=== block 1 ===
`src/rtl/fetch_pkg.sv`:
```
// rtl/fetch_pkg.sv - shared widths, ROM depth and fetch state type
package fetch_pkg;

    localparam int FETCH_ADDR_W = 4;
    localparam int FETCH_DATA_W = 49;
    localparam int ROM_DEPTH    = 1 << FETCH_ADDR_W;

    typedef enum logic [1:0] {
        FETCH  = 2'd0,
        DRAIN  = 2'd1,
        HALTED = 2'd2
    } fetch_state_e;

endpackage

```
`src/rtl/fetch_skid_fifo.sv`:
```
// rtl/fetch_skid_fifo.sv - shift-register skid FIFO with registered head and synchronous clear
module fetch_skid_fifo #(
    parameter int  DEPTH = 3,
    parameter int  WIDTH = 53,
    localparam int CNT_W = $clog2(DEPTH + 1)
) (
    input  logic             clk,
    input  logic             rst,
    input  logic             clear,
    input  logic             push,
    input  logic [WIDTH-1:0] push_data,
    input  logic             pop,
    output logic [WIDTH-1:0] head,
    output logic             head_valid,
    output logic [CNT_W-1:0] count
);

    logic [WIDTH-1:0] mem_q [DEPTH];
    logic [WIDTH-1:0] mem_d [DEPTH];
    logic [CNT_W-1:0] count_q;
    logic [CNT_W-1:0] count_d;
    logic             do_pop;
    logic             do_push;
    logic [CNT_W-1:0] wr_idx;

    // Entry 0 is always the head; slots at or above count are kept zero so an
    // empty FIFO presents an all-zero head.
    always_comb begin
        do_pop  = pop && (count_q != '0);
        do_push = push && ((count_q != CNT_W'(DEPTH)) || do_pop);
        wr_idx  = do_pop ? (count_q - CNT_W'(1)) : count_q;
        mem_d   = mem_q;
        if (do_pop) begin
            for (int i = 0; i < DEPTH - 1; i++) begin
                mem_d[i] = mem_q[i + 1];
            end
            mem_d[DEPTH - 1] = '0;
        end
        if (do_push) begin
            for (int i = 0; i < DEPTH; i++) begin
                if (CNT_W'(i) == wr_idx) begin
                    mem_d[i] = push_data;
                end
            end
        end
        count_d = count_q + CNT_W'(do_push) - CNT_W'(do_pop);
        if (clear) begin
            for (int i = 0; i < DEPTH; i++) begin
                mem_d[i] = '0;
            end
            count_d = '0;
        end
    end

    // Storage and occupancy registers
    always_ff @(posedge clk) begin
        if (rst) begin
            mem_q   <= '{default: '0};
            count_q <= '0;
        end else begin
            mem_q   <= mem_d;
            count_q <= count_d;
        end
    end

    assign head       = mem_q[0];
    assign head_valid = (count_q != '0);
    assign count      = count_q;

endmodule

```
`src/rtl/rom_fetch_ctrl.sv`:
```
// rtl/rom_fetch_ctrl.sv - ROM instruction-fetch sequencer; FETCH_PERF_EN adds perf counters
module rom_fetch_ctrl
    import fetch_pkg::*;
#(
    parameter int               ADDR_W   = FETCH_ADDR_W,
    parameter int               DATA_W   = FETCH_DATA_W,
    parameter int               ROM_LAT  = 1,
    parameter logic [ADDR_W-1:0] RESET_PC = '0
) (
    input  logic              clka,
    input  logic              rst,
    output logic [ADDR_W-1:0] rom_addr,
    input  logic [DATA_W-1:0] rom_data,
    output logic [DATA_W-1:0] instr,
    output logic [ADDR_W-1:0] instr_pc,
    output logic              instr_valid,
    input  logic              instr_ready,
    input  logic              redirect_valid,
    input  logic [ADDR_W-1:0] redirect_pc,
    input  logic              halt,
    output logic              running,
    output logic [15:0]       perf_issued,
    output logic [15:0]       perf_killed
);

    localparam int DEPTH = ROM_LAT + 2;
    localparam int CNT_W = $clog2(DEPTH + 1);
    localparam int SUM_W = CNT_W + 1;

    fetch_state_e      state_q;
    fetch_state_e      state_d;
    logic [ADDR_W-1:0] pc_q;
    logic [ADDR_W-1:0] pc_d;
    logic [ROM_LAT-1:0] vld_q;
    logic [ROM_LAT-1:0] vld_d;
    logic [ADDR_W-1:0] pcp_q [ROM_LAT];
    logic [ADDR_W-1:0] pcp_d [ROM_LAT];
    logic [CNT_W-1:0]  inflight;
    logic [CNT_W-1:0]  fifo_count;
    logic [SUM_W-1:0]  credit_used;
    logic              issue;

    // Reads in flight plus buffered words must leave room for one more fetch
    always_comb begin
        inflight = '0;
        for (int i = 0; i < ROM_LAT; i++) begin
            inflight = inflight + CNT_W'(vld_q[i]);
        end
        credit_used = {1'b0, inflight} + {1'b0, fifo_count};
    end

    // State register
    always_ff @(posedge clka) begin
        if (rst) begin
            state_q <= FETCH;
        end else begin
            state_q <= state_d;
        end
    end

    // Next state: redirect always restarts fetching; halt drains then parks
    always_comb begin
        state_d = state_q;
        if (redirect_valid) begin
            state_d = FETCH;
        end else begin
            case (state_q)
                FETCH:   if (halt) state_d = DRAIN;
                DRAIN:   if (inflight == '0) state_d = HALTED;
                HALTED:  state_d = HALTED;
                default: state_d = FETCH;
            endcase
        end
    end

    // FSM outputs: running flag and fetch issue strobe
    always_comb begin
        running = (state_q == FETCH);
        issue   = running && !halt && !redirect_valid
                  && (credit_used < SUM_W'(DEPTH));
    end

    // Program counter and in-flight tracking pipe
    always_comb begin
        pc_d = pc_q;
        if (redirect_valid) begin
            pc_d = redirect_pc;
        end else if (issue) begin
            pc_d = pc_q + ADDR_W'(1);
        end
        vld_d    = '0;
        vld_d[0] = issue;
        pcp_d[0] = pc_q;
        for (int i = 1; i < ROM_LAT; i++) begin
            vld_d[i] = vld_q[i - 1];
            pcp_d[i] = pcp_q[i - 1];
        end
        if (redirect_valid) begin
            vld_d = '0;
        end
    end

    // PC and pipe registers
    always_ff @(posedge clka) begin
        if (rst) begin
            pc_q  <= RESET_PC;
            vld_q <= '0;
            pcp_q <= '{default: '0};
        end else begin
            pc_q  <= pc_d;
            vld_q <= vld_d;
            pcp_q <= pcp_d;
        end
    end

    assign rom_addr = pc_q;

    fetch_skid_fifo #(
        .DEPTH (DEPTH),
        .WIDTH (DATA_W + ADDR_W)
    ) u_fifo (
        .clk        (clka),
        .rst        (rst),
        .clear      (redirect_valid),
        .push       (vld_q[ROM_LAT-1]),
        .push_data  ({rom_data, pcp_q[ROM_LAT-1]}),
        .pop        (instr_ready),
        .head       ({instr, instr_pc}),
        .head_valid (instr_valid),
        .count      (fifo_count)
    );

`ifdef FETCH_PERF_EN
    logic [15:0]      issued_q;
    logic [15:0]      issued_d;
    logic [15:0]      killed_q;
    logic [15:0]      killed_d;
    logic [SUM_W-1:0] killed_now;
    logic [16:0]      killed_sum;

    // Saturating counters; a word handed to decode on the redirect edge is not a kill
    always_comb begin
        issued_d = issued_q;
        if (issue && (issued_q != 16'hFFFF)) begin
            issued_d = issued_q + 16'd1;
        end
        killed_now = credit_used - SUM_W'(instr_valid && instr_ready);
        killed_sum = {1'b0, killed_q} + 17'(killed_now);
        killed_d   = killed_q;
        if (redirect_valid) begin
            killed_d = killed_sum[16] ? 16'hFFFF : killed_sum[15:0];
        end
    end

    // Performance counter registers
    always_ff @(posedge clka) begin
        if (rst) begin
            issued_q <= '0;
            killed_q <= '0;
        end else begin
            issued_q <= issued_d;
            killed_q <= killed_d;
        end
    end

    assign perf_issued = issued_q;
    assign perf_killed = killed_q;
`else
    assign perf_issued = '0;
    assign perf_killed = '0;
`endif

endmodule
```
`config.mk`:
```
export PLATFORM = sky130hd
export DESIGN_NAME = rom_fetch_ctrl
export DESIGN_NICKNAME = d
export VERILOG_FILES = /design/src/rtl/fetch_pkg.sv /design/src/rtl/fetch_skid_fifo.sv /design/src/rtl/rom_fetch_ctrl.sv
export SDC_FILE = /design/constraint.sdc
export NUM_CORES = 1
export LEC_CHECK = 0
export ABC_AREA = 1
export CORE_MARGIN = 8
export CORE_UTILIZATION = 63
export DETAILED_ROUTE_END_ITERATION = 7
export DONT_BUFFER_PORTS = 1
export PLACE_DENSITY_LB_ADDON = 0.1
export SLEW_MARGIN = 20
export SYNTH_ARGS = -nofsm -noshare
export SYNTH_HDL_FRONTEND = slang
export SYNTH_HIERARCHICAL = 1
export SYNTH_SLANG_ARGS = --single-unit
```
`constraint.sdc`:
```
create_clock -name clka -period 6 [get_ports clka]
set_clock_uncertainty 0.1 [all_clocks]
set_input_delay 1.8 -clock clka [delete_from_list [all_inputs] [get_ports clka]]
set_output_delay 1.8 -clock clka [all_outputs]
set_load 0.1 [all_outputs]
```
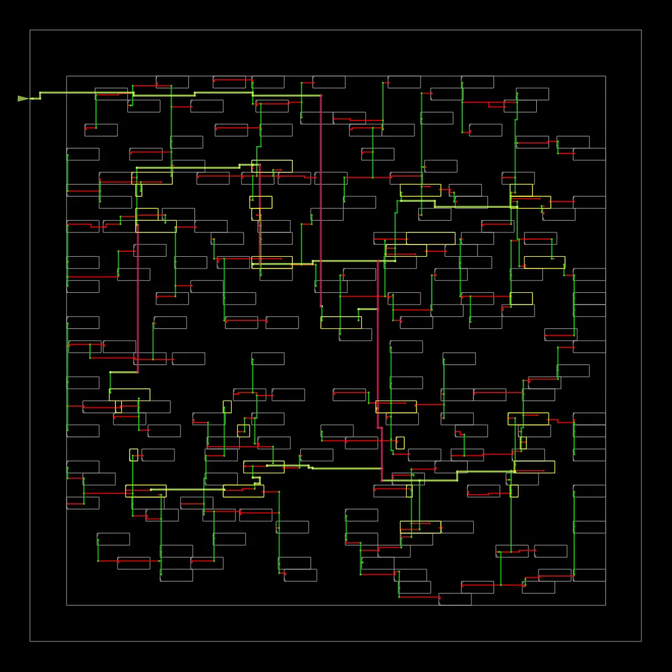
Block 1: clock wiring as the flow saved it
sinks on the clock net: 172
worst-skew pair later-pin latency: 430 ps
clock-net power: 0.00105 W
number of clock buffers in the layout: 25

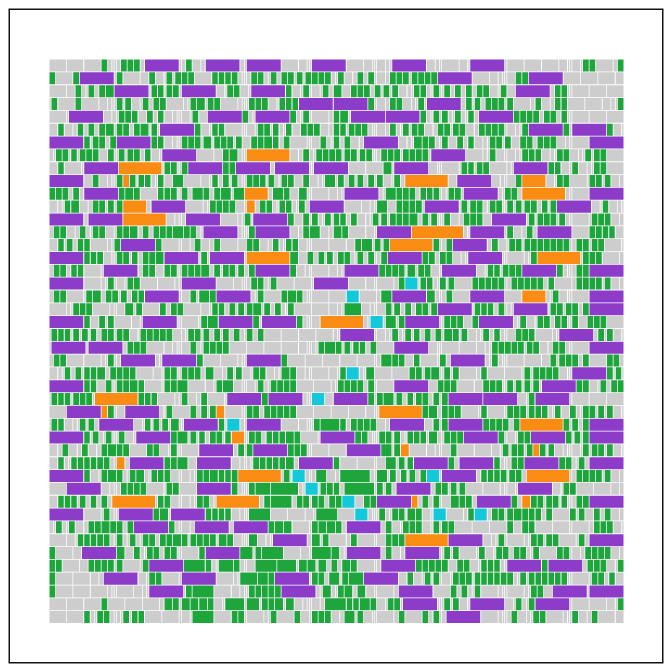
Block 1: cell classes on the final placement
Fill, decap, tap and diode cells in grey.
Cyan marks other buffers and delay cells, cells 13. Orange marks clock drivers and dummy loads, cells 32. Green marks all other logic, cells 1259. Purple marks flip-flops, cells 172.
final non-filler cell area: 0.00940 mm^2
Core Footprint: 0.0146 mm^2
final standard cell utilization of the core: 0.644
# rows: 44

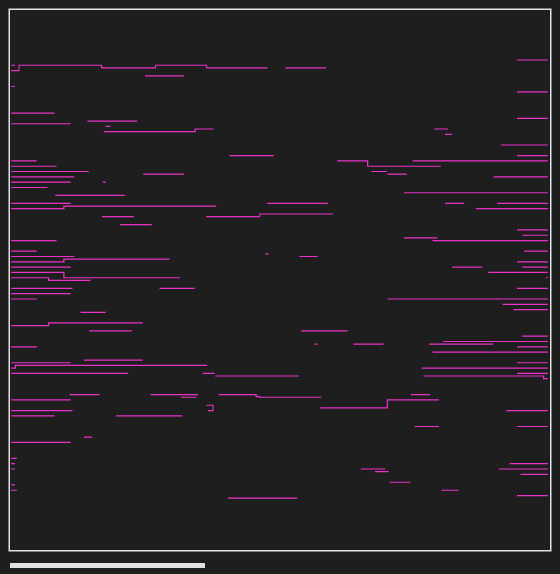
Block 1: met3 routing
Bar = 50 um.
The layer carries 1610 um of wire. 97 nets have wire on it. The longest straight run is 49.0 um. The wires run mostly horizontal. The layer holds 8.3% of the routed length.
routed wire length: 19400 um
via count of the routed design: 7866
met3 track demand over resource: 0.0719

==> run notes <==
The number of buffer and inverter stages on the critical path is 1, and the power of the sequential group is 0.00124 W. The final number of max-transition violations is 0, and the vertical die size is 138 um. STA classifies the critical path endpoint as a flip-flop. Maximum number of pins on one net before global-route repair: 76. Signal nets in the final route climb as high as met4. The flop-to-flop setup slack is 2330 ps.

The run finished with clean final reports. The run gives 0 as the remaining global-route overflow. The OpenROAD warning count came out at 29. Looking at the hold checks, the worst path lands on u_fifo/mem_q[54]$_SDFF_PP0_. Hold-check failures listed in the final report amount to 0. Share of flip-flops with an asynchronous set or reset: 0.

The internal portion of the total power is 0.00180 W. The number of ports placed on the die boundary came out at 149. The run gives 0.088 for the logic gate share of total power. The global-route met1 utilization is 0.245, and the distinct cell type count of the synthesized netlist is 27.

The biggest slice of the total power is consumed by registers. The fraction of synthesized area in multiplexers came out at 0. STA puts the critical path data required time at 6220 ps. Setup repair after global routing left no endpoint under its margin. The run gives 0.203 for the total global-route track usage. The number of setup buffers added after CTS is 0. The run gives 8950 um for the total met2 wirelength after detailed routing.

The H-tree was split into 4 levels. The area growth from synthesis to layout came out at -0.159%. Using the TritonRoute via totals, the vias-per-cell ratio works out to 4.74.

=== block 2 ===
Block 2, wiring heat map:
Bar = 20 um. 16 x 16 tiles, from dark blue (low) to red (high), scaled to the fullest tile. Values are wire area over tile area, all layers added.
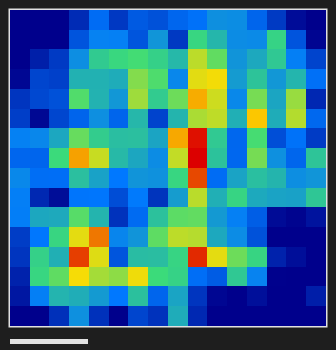
Block 2, cell classes on the final placement:
Fill, decap, tap and diode cells in grey.
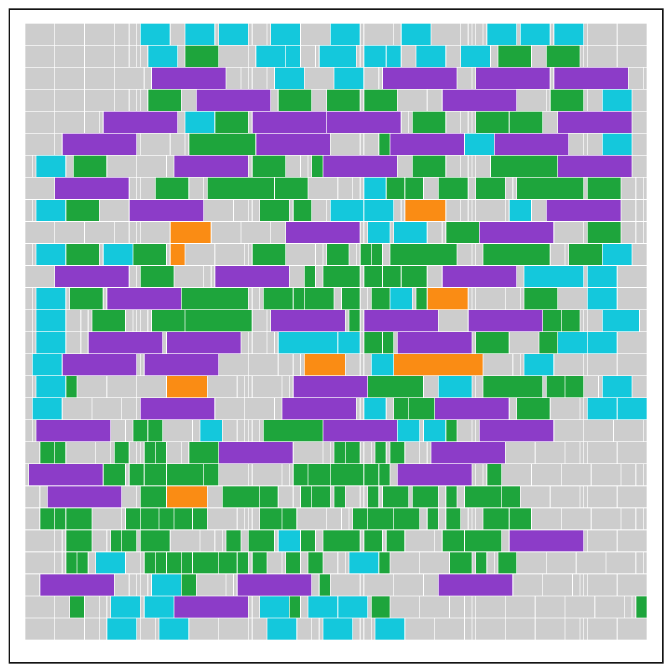
<file path="config.mk">
export PLATFORM = sky130hd
export DESIGN_NAME = snn_phase_sequencer
export DESIGN_NICKNAME = d
export VERILOG_FILES = /design/src/rtl/snn_pkg.sv /design/src/rtl/snn_pair_finder.sv /design/src/rtl/snn_phase_sequencer.sv
export SDC_FILE = /design/constraint.sdc
export NUM_CORES = 1
export LEC_CHECK = 0
export CAP_MARGIN = 40
export CORE_MARGIN = 1.5
export CORE_UTILIZATION = 45
export DETAILED_ROUTE_END_ITERATION = 8
export GPL_TIMING_DRIVEN = 1
export PLACE_DENSITY_LB_ADDON = 0.25
export REMOVE_ABC_BUFFERS = 1
export SLEW_MARGIN = 10
export SYNTH_ARGS = -nofsm -noshare
export SYNTH_HDL_FRONTEND = slang
export SYNTH_SLANG_ARGS = --single-unit
</file>
<file path="constraint.sdc">
create_clock -name clk -period 2 [get_ports clk]
set_input_delay 0.2 -clock clk [delete_from_list [all_inputs] [get_ports clk]]
set_output_delay 0.2 -clock clk [all_outputs]
set_load 0.005 [all_outputs]
</file>
<file path="src/rtl/snn_pkg.sv">
// Shared definitions for the SNN phase sequencer and the population datapath:
// phase codes, default neuron count and the address-width helper.
package snn_pkg;

    localparam int unsigned N_NUM_DEF = 32;

    typedef enum logic [2:0] {
        PH_IDLE     = 3'b000,
        PH_SET      = 3'b001,
        PH_SYN_ACCU = 3'b010,
        PH_DECAY    = 3'b011,
        PH_PDE      = 3'b100,
        PH_FINISH   = 3'b101,
        PH_DONE     = 3'b110
    } phase_e;

    // Bits needed to index n items; never less than 1.
    function automatic int unsigned addr_w(input int unsigned n);
        return (n <= 2) ? 1 : $clog2(n);
    endfunction

endpackage

</file>
<file path="src/rtl/snn_pair_finder.sv">
// Priority encoder: lowest neuron pair at or after cand_i whose two spike bits
// are not both zero. Used only when SKIP_ZERO_PAIR_EN is defined.
module snn_pair_finder
    import snn_pkg::*;
#(
    parameter int unsigned N_NUM = N_NUM_DEF
) (
    input  logic [N_NUM-1:0]          vec_i,
    input  logic [addr_w(N_NUM)-1:0]  cand_i,
    output logic                      found_o,
    output logic [addr_w(N_NUM)-1:0]  pair_o
);

    localparam int unsigned AW = addr_w(N_NUM);
    localparam int unsigned NP = N_NUM / 2;

    // Scan high to low so the last hit written is the lowest qualifying pair.
    always_comb begin
        found_o = 1'b0;
        pair_o  = '0;
        for (int unsigned k = NP; k > 0; k--) begin
            if ((k - 1) >= 32'(cand_i) && vec_i[2*(k-1) +: 2] != 2'b00) begin
                found_o = 1'b1;
                pair_o  = AW'(k - 1);
            end
        end
    end

endmodule

</file>
<file path="src/rtl/snn_phase_sequencer.sv">
// Timestep phase sequencer for a spiking-neuron population datapath.
// Optional feature: define SKIP_ZERO_PAIR_EN to skip all-zero neuron pairs.
module snn_phase_sequencer
    import snn_pkg::*;
#(
    parameter int unsigned N_NUM     = N_NUM_DEF,
    parameter int unsigned NUM_STEPS = 16,
    parameter int unsigned DECAY_CYC = 4,
    parameter int unsigned PDE_CYC   = 4
) (
    input  logic                      clk,
    input  logic                      rst,
    input  logic                      start,
    input  logic                      spike_vld,
    input  logic [N_NUM-1:0]          spike_vec,
    input  logic                      shift_en,
    output logic                      spike_rdy,
    output logic [2:0]                state,
    output logic [addr_w(N_NUM)-1:0]  rf_addr,
    output logic [1:0]                spike,
    output logic [7:0]                step_cnt,
    output logic                      busy,
    output logic                      done
);

    localparam int unsigned AW   = addr_w(N_NUM);
    localparam int unsigned MAXC = (DECAY_CYC > PDE_CYC) ? DECAY_CYC : PDE_CYC;
    localparam int unsigned CW   = addr_w(MAXC + 1);
    localparam logic [AW-1:0] LAST_ADDR = AW'(N_NUM - 2);

    phase_e             state_q, state_d;
    logic               loaded_q, loaded_d;
    logic [N_NUM-1:0]   vec_q, vec_d;
    logic [AW-1:0]      addr_q, addr_d;
    logic [CW-1:0]      cnt_q, cnt_d;
    logic [7:0]         step_q, step_d;
    logic [7:0]         step_inc;
    logic               in_pair;

`ifdef SKIP_ZERO_PAIR_EN
    logic [N_NUM-1:0]   pf_vec;
    logic [AW-1:0]      pf_cand;
    logic [AW-1:0]      pf_pair;
    logic               pf_found;

    // Before the load the search runs on the incoming vector from pair 0,
    // afterwards on the latched vector from the pair after the current one.
    assign pf_vec  = loaded_q ? vec_q : spike_vec;
    assign pf_cand = loaded_q ? (addr_q >> 1) + AW'(1) : '0;

    snn_pair_finder #(
        .N_NUM (N_NUM)
    ) u_pair_finder (
        .vec_i   (pf_vec),
        .cand_i  (pf_cand),
        .found_o (pf_found),
        .pair_o  (pf_pair)
    );
`endif

    always_ff @(posedge clk or posedge rst) begin
        if (rst) begin
            state_q  <= PH_IDLE;
            loaded_q <= 1'b0;
            vec_q    <= '0;
            addr_q   <= '0;
            cnt_q    <= '0;
            step_q   <= '0;
        end else begin
            state_q  <= state_d;
            loaded_q <= loaded_d;
            vec_q    <= vec_d;
            addr_q   <= addr_d;
            cnt_q    <= cnt_d;
            step_q   <= step_d;
        end
    end

    always_comb begin
        state_d  = state_q;
        loaded_d = loaded_q;
        vec_d    = vec_q;
        addr_d   = addr_q;
        cnt_d    = cnt_q;
        step_d   = step_q;
        step_inc = step_q + 8'd1;
        unique case (state_q)
            PH_IDLE: begin
                if (start) begin
                    state_d = PH_SET;
                    step_d  = '0;
                end
            end
            PH_SET: begin
                state_d  = PH_SYN_ACCU;
                loaded_d = 1'b0;
            end
            PH_SYN_ACCU: begin
                if (!loaded_q) begin
                    if (spike_vld) begin
                        vec_d    = spike_vec;
                        loaded_d = 1'b1;
`ifdef SKIP_ZERO_PAIR_EN
                        addr_d = pf_pair << 1;
                        if (!pf_found) begin
                            state_d = PH_DECAY;
                            cnt_d   = CW'(DECAY_CYC - 1);
                        end
`else
                        addr_d = '0;
`endif
                    end
                end else if (shift_en) begin
`ifdef SKIP_ZERO_PAIR_EN
                    if (pf_found) begin
                        addr_d = pf_pair << 1;
                    end else begin
                        state_d = PH_DECAY;
                        cnt_d   = CW'(DECAY_CYC - 1);
                    end
`else
                    if (addr_q == LAST_ADDR) begin
                        state_d = PH_DECAY;
                        cnt_d   = CW'(DECAY_CYC - 1);
                    end else begin
                        addr_d = addr_q + AW'(2);
                    end
`endif
                end
            end
            PH_DECAY: begin
                if (cnt_q == '0) begin
                    state_d = PH_PDE;
                    cnt_d   = CW'(PDE_CYC - 1);
                end else begin
                    cnt_d = cnt_q - CW'(1);
                end
            end
            PH_PDE: begin
                if (cnt_q == '0) begin
                    state_d = PH_FINISH;
                end else begin
                    cnt_d = cnt_q - CW'(1);
                end
            end
            PH_FINISH: begin
                step_d   = step_inc;
                loaded_d = 1'b0;
                state_d  = (step_inc == 8'(NUM_STEPS)) ? PH_DONE : PH_SYN_ACCU;
            end
            PH_DONE: begin
                state_d = PH_IDLE;
            end
            default: begin
                state_d = PH_IDLE;
            end
        endcase
    end

    always_comb begin
        in_pair   = (state_q == PH_SYN_ACCU) && loaded_q;
        spike_rdy = (state_q == PH_SYN_ACCU) && !loaded_q;
        rf_addr   = in_pair ? addr_q : '0;
        spike     = in_pair ? vec_q[addr_q +: 2] : 2'b00;
        state     = state_q;
        step_cnt  = step_q;
        busy      = (state_q != PH_IDLE);
        done      = (state_q == PH_DONE);
    end

endmodule

</file>
==> run notes <==
The run finished with clean final reports. The heaviest power group was combinational cells. For this design, the CTS-stage hold fixing added 0 buffers. Per the OpenROAD power report, leakage power amounts to 1.61 nW. The run gives 0.384 for the sequential cell fraction of total power. The most heavily used metal layer in global routing is met2. Per the timing report, the most critical flop-to-flop path finishes at state[2]$_DFFE_PP0P_. The number of buffer and inverter stages on the critical path is 2. The final timing report derives a shortest allowable period of 1940 ps. The run gives 310 ps as the source-to-sink clock delay at the later pin of the worst-skew pair. The chip occupies 0.00648 mm^2.

Most common cell after layout, fill and taps aside: clkdlybuf4s50_1. 156 cells are multi-input combinational gates. In the post-synthesis netlist, the biggest area contributors are dfrtp_1 (47%), mux2_1 (12%), mux4_2 (6.7%). The die is 80.5 um wide. According to the Yosys statistics, the synthesized design has a chip area of 0.00270 mm^2.

The global-route met1 utilization is 0.247, and the reported net switching power is 0.00159 W. The final timing report gives a worst setup slack of 61.9 ps. The portion of synthesized cell area occupied by the leading cell type was 0.472. The worst max-slew margin expressed relative to the limit is 0.583. Recorded from the global router log, the overflow total was 0. For this design, the sink count on the clock tree is 51.

The run gives 626 ps for the slew at the pin with the worst max-slew slack. The final setup skew was 9.66 ps; the number of global-route vias before repair was 1806. The initial cell density of the core was 0.462.

After its last routability iteration, the placer logged a weighted congestion of 0.843. The xor and xnor fraction of the mapped netlist area is 0.0130. With the fraction of the cycle the final worst path needs at 0.969, the count of final hold-check violations is 0.

No sink is reached through more buffers than the 2 on the longest clock path. Sequential cell count: 51. The report shows a maximum critical-path fanout of 5. The register with the most flip-flops in the layout has 32 of them. With the logic gate share of total power at 0.463, the post-synthesis adder-cell area fraction is 0.0231. vec_q holds more flip-flops than any other register.

Port buffering added 56 buffers. With the first-pass GRT wire length at 8650 um, the number of enable-type register cells in the synthesized netlist is 0. The buffer count from post-CTS setup fixing came out at 2.
Notes on 'wiring heat map' of block 2 above:
The mean over all tiles is 0.13. The emptiest ninth of the die: bottom right. The fullest tile reaches 0.40. 18% of the tiles are over half the peak.
via count of the routed design: 1961
Avg WL per Cell: 14.2 um
routed wire length: 5270 um

Notes on 'cell classes on the final placement' of block 2 above:
Green marks all other logic, cells 163. Purple marks flip-flops, cells 51. Cyan marks other buffers and delay cells, cells 73. Orange marks clock drivers and dummy loads, cells 8.
sequential share of cell area: 0.360
final standard cell utilization of the core: 0.606
Core Footprint: 0.00585 mm^2
# rows: 28
final non-filler cell area: 0.00354 mm^2


=== block 3 ===
==> src/rtl/sync_ram_sdp.sv <==
// sync_ram_sdp: parametrised simple-dual-port RAM with a zeroing clear engine and rd_valid qualifier.
// Define SYNC_RAM_OREG_EN to add an output register stage (2-cycle read latency).
module sync_ram_sdp #(
  parameter int DATA_W = 8,
  parameter int ADDR_W = 2
) (
  input  logic              clk,
  input  logic              rst_n,
  input  logic              clr,
  input  logic              we,
  input  logic [ADDR_W-1:0] waddr,
  input  logic [DATA_W-1:0] din,
  input  logic              re,
  input  logic [ADDR_W-1:0] raddr,
  output logic [DATA_W-1:0] dout,
  output logic              rd_valid,
  output logic              ready,
  output logic              req_drop
);
  localparam int DEPTH = 1 << ADDR_W;
  typedef enum logic {CLEAR, READY} state_t;
  state_t state, state_n;
  logic [ADDR_W-1:0] clr_ptr, ptr_n;
  logic [DATA_W-1:0] mem [DEPTH];
  logic accept, wr_acc, rd_acc, mem_we;
  logic [ADDR_W-1:0] mem_waddr;
  logic [DATA_W-1:0] mem_wdata, rd_data;
  assign ready = state == READY;
  always_comb begin
    state_n   = clr ? CLEAR : (state == CLEAR && &clr_ptr) ? READY : state;
    ptr_n     = (clr || state == READY) ? '0 : clr_ptr + ADDR_W'(1);
    accept    = ready && !clr;
    wr_acc    = we && accept;
    rd_acc    = re && accept;
    mem_we    = state == CLEAR || wr_acc;
    mem_waddr = state == CLEAR ? clr_ptr : waddr;
    mem_wdata = state == CLEAR ? '0 : din;
    rd_data   = (wr_acc && waddr == raddr) ? din : mem[raddr];
  end
  always_ff @(posedge clk or negedge rst_n)
    if (!rst_n) begin
      state    <= CLEAR;
      clr_ptr  <= '0;
      req_drop <= 1'b0;
    end else begin
      state    <= state_n;
      clr_ptr  <= ptr_n;
      req_drop <= (we || re) && !accept;
    end
  // Contents are deliberately not reset; the clear sweep zeroes them.
  always_ff @(posedge clk)
    if (mem_we) mem[mem_waddr] <= mem_wdata;
`ifdef SYNC_RAM_OREG_EN
  logic [DATA_W-1:0] d1;
  logic v1;
  always_ff @(posedge clk or negedge rst_n)
    if (!rst_n) begin
      d1       <= '0;
      v1       <= 1'b0;
      dout     <= '0;
      rd_valid <= 1'b0;
    end else begin
      v1       <= rd_acc;
      if (rd_acc) d1 <= rd_data;
      rd_valid <= v1 && !clr;
      if (v1 && !clr) dout <= d1;
    end
`else
  always_ff @(posedge clk or negedge rst_n)
    if (!rst_n) begin
      dout     <= '0;
      rd_valid <= 1'b0;
    end else begin
      rd_valid <= rd_acc;
      if (rd_acc) dout <= rd_data;
    end
`endif
endmodule
==> config.mk <==
export PLATFORM = sky130hd
export DESIGN_NAME = sync_ram_sdp
export DESIGN_NICKNAME = d
export VERILOG_FILES = /design/src/rtl/sync_ram_sdp.sv
export SDC_FILE = /design/constraint.sdc
export NUM_CORES = 1
export LEC_CHECK = 0
export CAP_MARGIN = 5
export CORE_UTILIZATION = 48
export DETAILED_ROUTE_END_ITERATION = 16
export GPL_ROUTABILITY_DRIVEN = 0
export GPL_TIMING_DRIVEN = 0
export PLACE_DENSITY_LB_ADDON = 0.3
export SLEW_MARGIN = 25
export SYNTH_ARGS = -nofsm -noshare
export SYNTH_HDL_FRONTEND = slang
export SYNTH_SLANG_ARGS = --single-unit
==> constraint.sdc <==
create_clock -name clk -period 1.6 [get_ports clk]
set_input_delay 0.32 -clock clk [delete_from_list [all_inputs] [get_ports clk]]
set_output_delay 0.32 -clock clk [all_outputs]
set_load 0.01 [all_outputs]
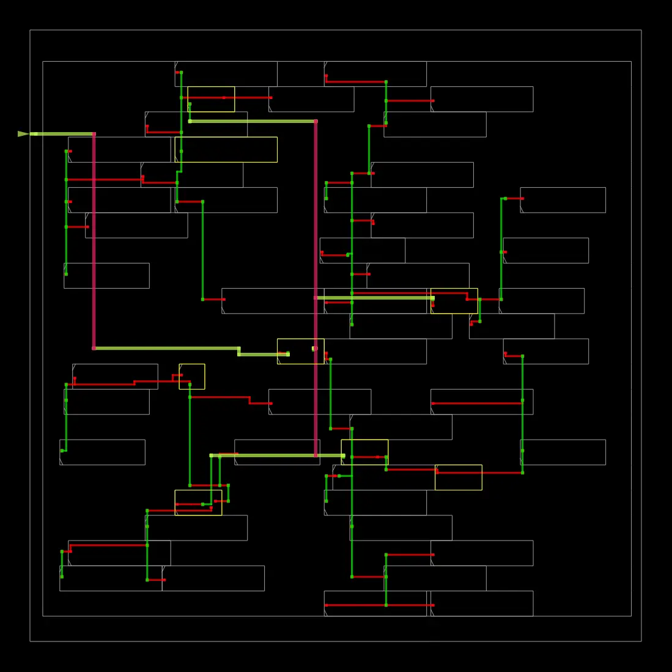
Block 3: clock wiring as the flow saved it
Post-Route Skew: 7.01 ps
sinks on the clock net: 45

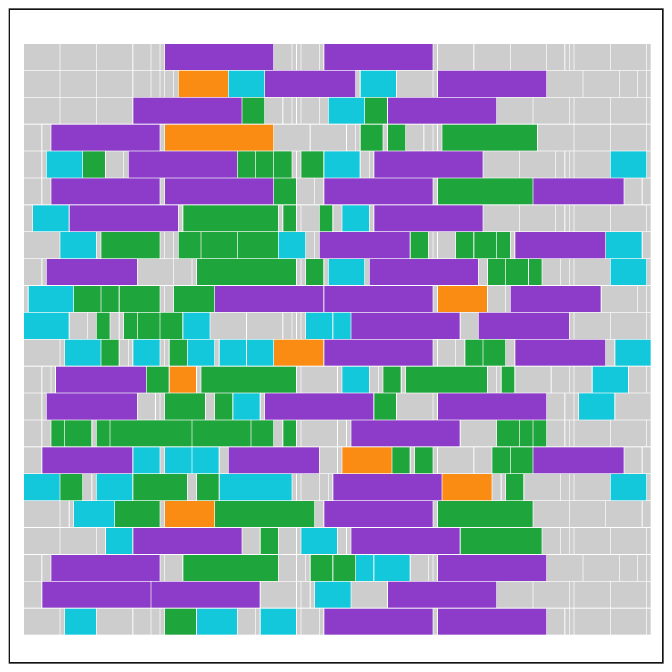
Block 3: cell classes on the final placement
Fill, decap, tap and diode cells in grey.
Cyan marks other buffers and delay cells, cells 44. Orange marks clock drivers and dummy loads, cells 8. Green marks all other logic, cells 75. Purple marks flip-flops, cells 45.
# rows: 22
final non-filler cell area: 0.00257 mm^2
Core Footprint: 0.00380 mm^2
final standard cell utilization of the core: 0.676
sequential share of cell area: 0.501

==> run notes <==
The run finished with clean final reports. Cell repeated most along the worst path: buf_4. The number of buffers created by CTS was 5. Per the run report, area growth between synthesis and finish was 30.8%.

The initial antenna violation count is 0. The clock transition at the register clock pins on the worst setup and hold paths after CTS is 80 ps. TritonCTS built the clock tree. Count of instances resized after the clock tree is built: 14.

The portion of synthesized cell area occupied by the leading cell type came out at 0.489. Per report_power, the top consumer among the power groups is registers. With the area of the die at 0.00435 mm^2, the source-to-sink clock delay at the later pin of the worst-skew pair is 300 ps. With the max-capacitance violation count at 0, the highest clock rate is 639 MHz.

According to the cell report, flip-flops and latches in the layout number 45. The share of flip-flops with an asynchronous set or reset was 0.289. With the share of cells above drive strength 1 at 0.238, the worst max-slew margin expressed relative to the limit is 0.554. The critical path class was flip-flop to flip-flop. Looking at the critical path, the single cell with the biggest stage delay is dfrtp_1. The synthesized netlist contains 29 unique library cells.

Type of the worst min-delay path: primary input to flip-flop. The die is 66.0 um tall.
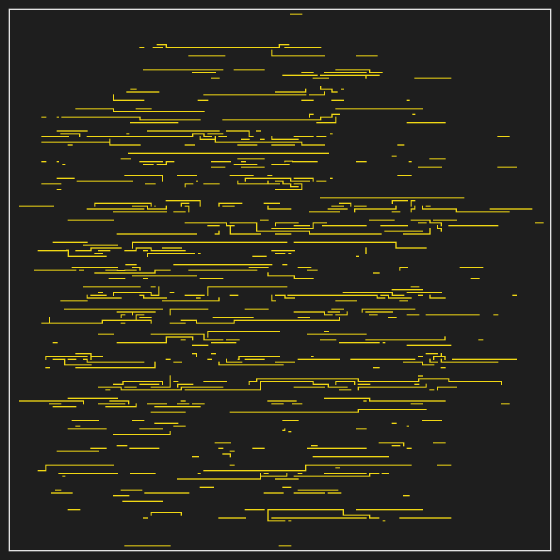
Block 3: the metal 1 layer
The layer carries 1580 um of wire. The layer holds 37% of the routed length. The longest straight run is 24.4 um. The wires run mostly horizontal. 170 nets have wire on it.
routed wire length: 4310 um
M1 GR Usage: 0.261
via count of the routed design: 1255


=== block 4 ===
Block 4, the metal 1 layer:
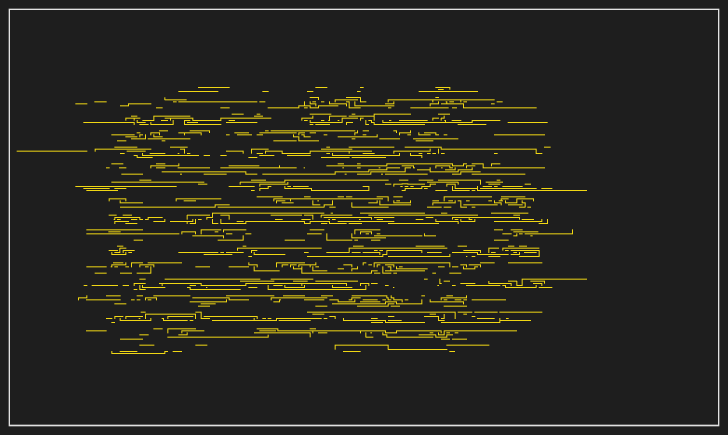
Block 4, cell classes on the final placement:
Fill, decap, tap and diode cells in grey.
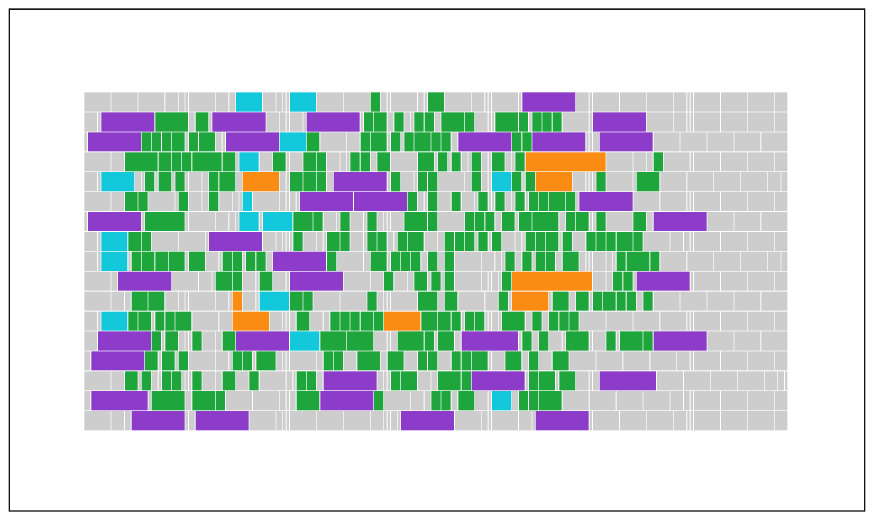
[config.mk]
export PLATFORM = sky130hd
export DESIGN_NAME = calculator_key_event
export DESIGN_NICKNAME = d
export VERILOG_FILES = /design/src/rtl/calculator_key_event.sv
export SDC_FILE = /design/constraint.sdc
export NUM_CORES = 1
export LEC_CHECK = 0
export ABC_AREA = 1
export ABC_CLOCK_PERIOD_IN_PS = 1840
export CORE_ASPECT_RATIO = 0.5
export CORE_MARGIN = 10
export CORE_UTILIZATION = 41
export DETAILED_ROUTE_END_ITERATION = 16
export GPL_TIMING_DRIVEN = 0
export HOLD_SLACK_MARGIN = 0.02
export PLACE_DENSITY = 0.62
export SYNTH_ARGS = -nofsm -noshare
export SYNTH_HDL_FRONTEND = slang
export SYNTH_SLANG_ARGS = --single-unit
[constraint.sdc]
create_clock -name clk_g -period 1.84 [get_ports clk_g]
set_input_delay 0.276 -clock clk_g [delete_from_list [all_inputs] [get_ports clk_g]]
set_output_delay 0.276 -clock clk_g [all_outputs]
set_load 0.02 [all_outputs]
[src/rtl/calculator_key_event.sv]
// calculator_key_event: turns a debounced button level into press, release,
// long-press and auto-repeat single-cycle events plus a held level.
module calculator_key_event #(
    parameter int ACTIVE_LEVEL  = 1,
    parameter int LONG_CYCLES   = 100_000_000,
    parameter int REPEAT_CYCLES = 20_000_000,
    parameter int CNT_W         = 27
) (
    input  logic clk_g,
    input  logic rst,
    input  logic button_good,
    output logic press_pulse,
    output logic release_pulse,
    output logic long_pulse,
    output logic repeat_pulse,
    output logic held
);
    typedef enum logic [1:0] {IDLE, PRESS, REPEAT} state_t;
    localparam logic             ACT_LVL  = 1'(ACTIVE_LEVEL);
    localparam logic [CNT_W-1:0] LONG_END = CNT_W'(LONG_CYCLES - 1);
    localparam logic [CNT_W-1:0] REP_END  = CNT_W'(REPEAT_CYCLES - 1);
    state_t           state;
    logic [CNT_W-1:0] cnt;
    logic             armed;
    logic             act;
    assign act = (button_good == ACT_LVL);
    // armed stays low until the button is seen released, so a key held through reset is ignored
    always_ff @(posedge clk_g) begin
        if (rst) begin
            state         <= IDLE;
            cnt           <= '0;
            armed         <= 1'b0;
            press_pulse   <= 1'b0;
            release_pulse <= 1'b0;
            long_pulse    <= 1'b0;
            repeat_pulse  <= 1'b0;
            held          <= 1'b0;
        end else begin
            press_pulse   <= 1'b0;
            release_pulse <= 1'b0;
            long_pulse    <= 1'b0;
            repeat_pulse  <= 1'b0;
            armed         <= armed | ~act;
            case (state)
                IDLE: if (act && armed) begin
                    state       <= PRESS;
                    press_pulse <= 1'b1;
                    held        <= 1'b1;
                    cnt         <= '0;
                end
                PRESS: if (!act) begin
                    state         <= IDLE;
                    release_pulse <= 1'b1;
                    held          <= 1'b0;
                    cnt           <= '0;
                end else if (cnt == LONG_END) begin
                    state      <= REPEAT;
                    long_pulse <= 1'b1;
                    cnt        <= '0;
                end else begin
                    cnt <= cnt + CNT_W'(1);
                end
                REPEAT: if (!act) begin
                    state         <= IDLE;
                    release_pulse <= 1'b1;
                    held          <= 1'b0;
                    cnt           <= '0;
                end else if (cnt == REP_END) begin
                    repeat_pulse <= 1'b1;
                    cnt          <= '0;
                end else begin
                    cnt <= cnt + CNT_W'(1);
                end
                default: begin
                    state <= IDLE;
                    held  <= 1'b0;
                    cnt   <= '0;
                end
            endcase
        end
    end
endmodule

==> run notes <==
The post-synth count of flops with an enable pin is 0. The type recorded for the worst min-delay path is primary input to flip-flop. End point of the most critical hold path: release_pulse$_SDFF_PP0_. The prevailing post-synth register cell was dfxtp_1. The synthesis report lists the Yosys warning total as 0. The width of the die works out to 117 um. The flow ran to the end, and the final reports show no timing, DRC or antenna violations.

The remaining antenna violation count after routing is 0. Counting the fill cells in the layout gives 443. Entering global routing, the biggest net connects 12 pins.

The power drawn by the clock network came out at 0.000825 W. The tools report the sequential cell count as 35. The worst setup path is captured at a flip-flop. With the number of standard cells after synthesis at 290, the minimum period implied by the final worst setup slack is 1710 ps.

The leakage component of the power was reported as 0.842 nW. The slew at the pin with the worst max-slew slack is 458 ps, and the number of synthesized register bits is 35. Between the synthesized netlist and the finished layout, the area growth was recorded as 17.8%. The number of clock buffer instances in the layout was 6; the switching power as a share of total power was 0.247.

The total global-route track usage was 0.128. Before antenna repair, the detailed router went through 4 iterations. The fraction of synthesized area in multiplexers works out to 0. In this run, placement finished with an instance count of 354. The worst setup slack after placement is -300 ps, and the delay of the slowest cell on the worst path is 490 ps. The per-instance average area after synthesis was 6.61 um^2.

Cell repeated most along the worst path: nand2_2. In this run the top signal layer used is met4. The worst path required time was 2020 ps. The tools report the number of global-route vias before repair as 1669. The run gives 0.440 for the clock network fraction of design power.

STA shows the worst reg2reg path with a cell count of 12. Number of nets at floorplan: 297. The run gives 0.904 as the weighted congestion reported at the end of routability-driven placement. Power of the sequential group: 0.000782 W.
Notes on 'the metal 1 layer' of block 4 above:
The layer carries 2310 um of wire. The wires run mostly horizontal.
M1 GR Usage: 0.174
via count of the routed design: 1853
routed wire length: 4770 um

Notes on 'cell classes on the final placement' of block 4 above:
Purple marks flip-flops, cells 35. Orange marks clock drivers and dummy loads, cells 8. Cyan marks other buffers and delay cells, cells 15. Green marks all other logic, cells 251.
Core Footprint: 0.00445 mm^2
sequential share of cell area: 0.312
final non-filler cell area: 0.00226 mm^2


=== block 5 ===
File: src/rtl/nibble_rx_pkg.sv
// Shared definitions for the nibble serial receiver.
// Latency: n/a (types and constants only).
// Backpressure: n/a; the receiver has no flow control, the line cannot be stalled.
//
// Contents: FSM state encoding, nibble width, default oversampling ratio.
package nibble_rx_pkg;

  // Width of one received data word.
  localparam int NIBBLE_W = 4;

  // Default clock cycles per serial bit (must be even and at least 4).
  localparam int CLKS_PER_BIT_DEF = 16;

  // Receiver FSM states.
  typedef enum logic [2:0] {
    S_IDLE  = 3'd0,
    S_START = 3'd1,
    S_DATA  = 3'd2,
    S_STOP  = 3'd3,
    S_BREAK = 3'd4
  } rx_state_t;

endpackage

File: src/rtl/nibble_serial_rx_sync_2ff.sv
// One-bit two-flop synchronizer with a configurable reset level.
// Latency: 2 clk cycles from d to q.
// Backpressure: none; samples every cycle.
//
// Ports:
//   clk    rising-edge clock
//   reset  synchronous active-high reset; both flops load RESET_VAL
//   d      asynchronous input
//   q      synchronized output
module sync_2ff #(
  parameter logic RESET_VAL = 1'b1
) (
  input  logic clk,
  input  logic reset,
  input  logic d,
  output logic q
);

  logic meta;

  always_ff @(posedge clk) begin
    if (reset) begin
      meta <= RESET_VAL;
      q    <= RESET_VAL;
    end else begin
      meta <= d;
      q    <= meta;
    end
  end

endmodule

File: src/rtl/nibble_serial_rx.sv
// UART-style nibble receiver: start bit, 4 data bits LSB first, stop bit.
// Latency: load/frame_err strobe 1 cycle after the mid-stop sample (t0+H+5N+1).
// Backpressure: none; the line is free-running, a good frame always loads.
//
// Ports:
//   clk        rising-edge clock
//   reset      synchronous active-high reset
//   rx         asynchronous serial line, idles high
//   data_out   last correctly framed nibble (bit 0 = first data bit)
//   load       one-cycle strobe, data_out newly updated this cycle
//   frame_err  one-cycle strobe, stop bit was low and the frame was dropped
//   busy       high whenever the FSM is not idle
module nibble_serial_rx
  import nibble_rx_pkg::*;
#(
  parameter int CLKS_PER_BIT = CLKS_PER_BIT_DEF
) (
  input  logic                clk,
  input  logic                reset,
  input  logic                rx,
  output logic [NIBBLE_W-1:0] data_out,
  output logic                load,
  output logic                frame_err,
  output logic                busy
);

  localparam int CW = $clog2(CLKS_PER_BIT);
  localparam logic [CW-1:0] CNT_HALF = CW'(CLKS_PER_BIT / 2 - 1);
  localparam logic [CW-1:0] CNT_LAST = CW'(CLKS_PER_BIT - 1);
  localparam logic [1:0]    IDX_LAST = 2'(NIBBLE_W - 1);

  logic                rx_s;
  rx_state_t           state;
  logic [CW-1:0]       cnt;
  logic [1:0]          idx;
  logic [NIBBLE_W-1:0] shreg;

  // Reset to the idle (high) level so reset never fakes a start bit.
  sync_2ff #(
    .RESET_VAL (1'b1)
  ) u_sync (
    .clk   (clk),
    .reset (reset),
    .d     (rx),
    .q     (rx_s)
  );

  always_ff @(posedge clk) begin
    if (reset) begin
      state     <= S_IDLE;
      cnt       <= '0;
      idx       <= '0;
      shreg     <= '0;
      data_out  <= '0;
      load      <= 1'b0;
      frame_err <= 1'b0;
      busy      <= 1'b0;
    end else begin
      load      <= 1'b0;
      frame_err <= 1'b0;

      case (state)
        S_IDLE: begin
          cnt <= '0;
          if (!rx_s) begin
            state <= S_START;
            busy  <= 1'b1;
          end
        end

        // Check the line again half a bit in; a high level here means the
        // falling edge was a glitch, not a start bit.
        S_START: begin
          if (cnt == CNT_HALF) begin
            cnt <= '0;
            if (!rx_s) begin
              state <= S_DATA;
              idx   <= '0;
            end else begin
              state <= S_IDLE;
              busy  <= 1'b0;
            end
          end else begin
            cnt <= cnt + CW'(1);
          end
        end

        // The counter was re-aligned to mid-bit in START, so a full-bit
        // count lands every data sample in the middle of its bit.
        S_DATA: begin
          if (cnt == CNT_LAST) begin
            cnt        <= '0;
            shreg[idx] <= rx_s;
            if (idx == IDX_LAST) begin
              state <= S_STOP;
            end else begin
              idx <= idx + 2'd1;
            end
          end else begin
            cnt <= cnt + CW'(1);
          end
        end

        S_STOP: begin
          if (cnt == CNT_LAST) begin
            cnt <= '0;
            if (rx_s) begin
              data_out <= shreg;
              load     <= 1'b1;
              state    <= S_IDLE;
              busy     <= 1'b0;
            end else begin
              frame_err <= 1'b1;
              state     <= S_BREAK;
            end
          end else begin
            cnt <= cnt + CW'(1);
          end
        end

        // A line held low after a bad stop bit must not be re-read as a
        // stream of new start bits; wait for it to return high first.
        S_BREAK: begin
          cnt <= '0;
          if (rx_s) begin
            state <= S_IDLE;
            busy  <= 1'b0;
          end
        end

        default: begin
          state <= S_IDLE;
          cnt   <= '0;
          busy  <= 1'b0;
        end
      endcase
    end
  end

endmodule
File: config.mk
export PLATFORM = sky130hd
export DESIGN_NAME = nibble_serial_rx
export DESIGN_NICKNAME = d
export VERILOG_FILES = /design/src/rtl/nibble_rx_pkg.sv /design/src/rtl/nibble_serial_rx_sync_2ff.sv /design/src/rtl/nibble_serial_rx.sv
export SDC_FILE = /design/constraint.sdc
export NUM_CORES = 1
export LEC_CHECK = 0
export CAP_MARGIN = 20
export CORE_ASPECT_RATIO = 0.8
export CORE_MARGIN = 3
export CORE_UTILIZATION = 35
export DETAILED_ROUTE_END_ITERATION = 8
export DONT_BUFFER_PORTS = 1
export GPL_TIMING_DRIVEN = 0
export SLEW_MARGIN = 20
export SYNTH_ARGS = -nofsm -noshare
export SYNTH_HDL_FRONTEND = slang
export SYNTH_HIERARCHICAL = 1
export SYNTH_SLANG_ARGS = --single-unit
File: constraint.sdc
create_clock -name clk -period 2.61 [get_ports clk]
set_clock_uncertainty 0.1 [all_clocks]
set_input_delay 0.6525 -clock clk [delete_from_list [all_inputs] [get_ports clk]]
set_output_delay 0.6525 -clock clk [all_outputs]
set_load 0.005 [all_outputs]
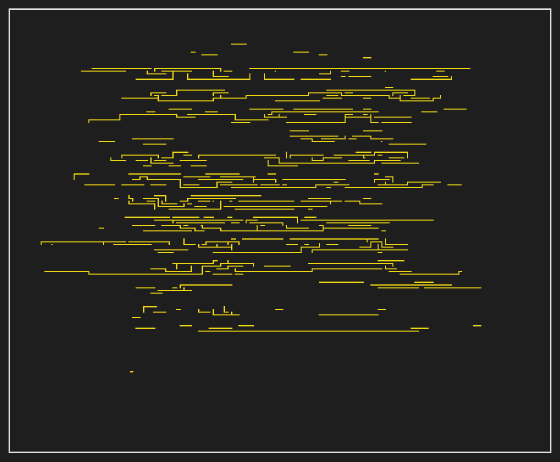
Block 5: the metal 1 layer
The layer holds 53% of the routed length. 114 nets have wire on it. The layer carries 1030 um of wire. The wires run mostly horizontal. The longest straight run is 27.6 um.
via count of the routed design: 769
M1 GR Usage: 0.171
routed wire length: 1950 um

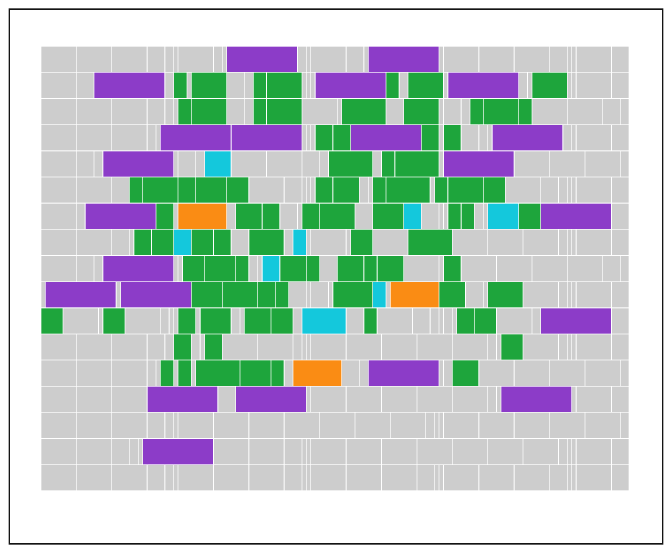
Block 5: cell classes on the final placement
Fill, decap, tap and diode cells in grey.
Cyan marks other buffers and delay cells, cells 8. Purple marks flip-flops, cells 22. Orange marks cells driving clock nets, cells 3. Green marks all other logic, cells 85.
# rows: 17
sequential share of cell area: 0.380
Core Footprint: 0.00283 mm^2
final standard cell utilization of the core: 0.410

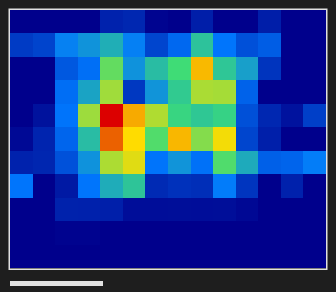
Block 5: wiring heat map
Bar = 20 um. 14 x 11 tiles, from dark blue (low) to red (high), scaled to the fullest tile. Values are wire area over tile area, all layers added.
The densest ninth of the die: middle. 12% of the tiles are over half the peak. 40% of the tiles are nearly empty. The mean over all tiles is 0.082.
total global routing track utilization: 0.115
Avg WL per Cell: 12.5 um

==> run notes <==
The final timing report counts setup violations totalling 0. The run finished with clean final reports. The biggest slice of the total power is consumed by registers. The most area-hungry cell type in the Yosys netlist is dfxtp_1. The run gives 0.144 for the fraction of met2 tracks used by global routing.

The run gives 38 as the number of well-tap cells placed. The run gives 3290 um for the first-pass GRT wire length. The worst voltage drop across the vdd grid is 0.000260 V, and the number of non-clock buffers is 8. Synthesis produced 115 cells. Counting stages on the worst path, the most repeated cell is buf_2. Cell depth of the worst min-delay path: 1. The global router reports that the layer with the highest usage is met1.

The maximum number of pins on one net before global-route repair was 12; the number of fill cells was 279. Capture point of the worst reg-to-reg path: data_out[0]$_SDFFE_PP0P_. The main combinational cell family by area after synthesis is simple AND/OR/NAND/NOR gates.


==> gallery <==
Wiring heat map.
(a)
Bar = 20 um. 23 x 14 tiles, from dark blue (low) to red (high), scaled to the fullest tile. Values are wire area over tile area, all layers added.
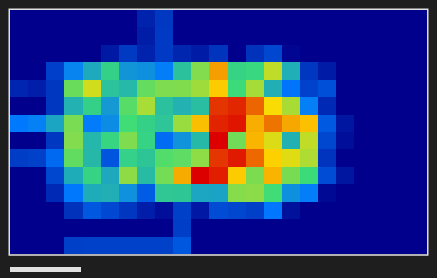
(b)
Bar = 50 um. 28 x 28 tiles, from dark blue (low) to red (high), scaled to the fullest tile. Values are wire area over tile area, all layers added.
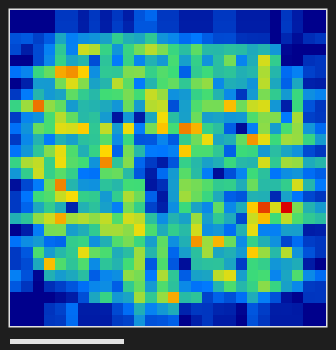
(c)
Bar = 20 um. 13 x 13 tiles, from dark blue (low) to red (high), scaled to the fullest tile. Values are wire area over tile area, all layers added.
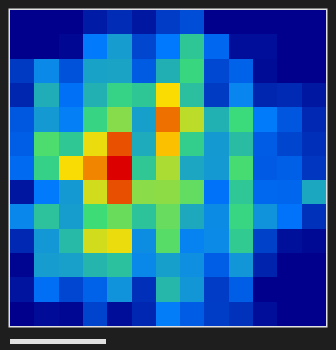
(c) comes from block 3.
(b) comes from block 1.
(a) comes from block 4.

Power and IR drop assume default switching activity.
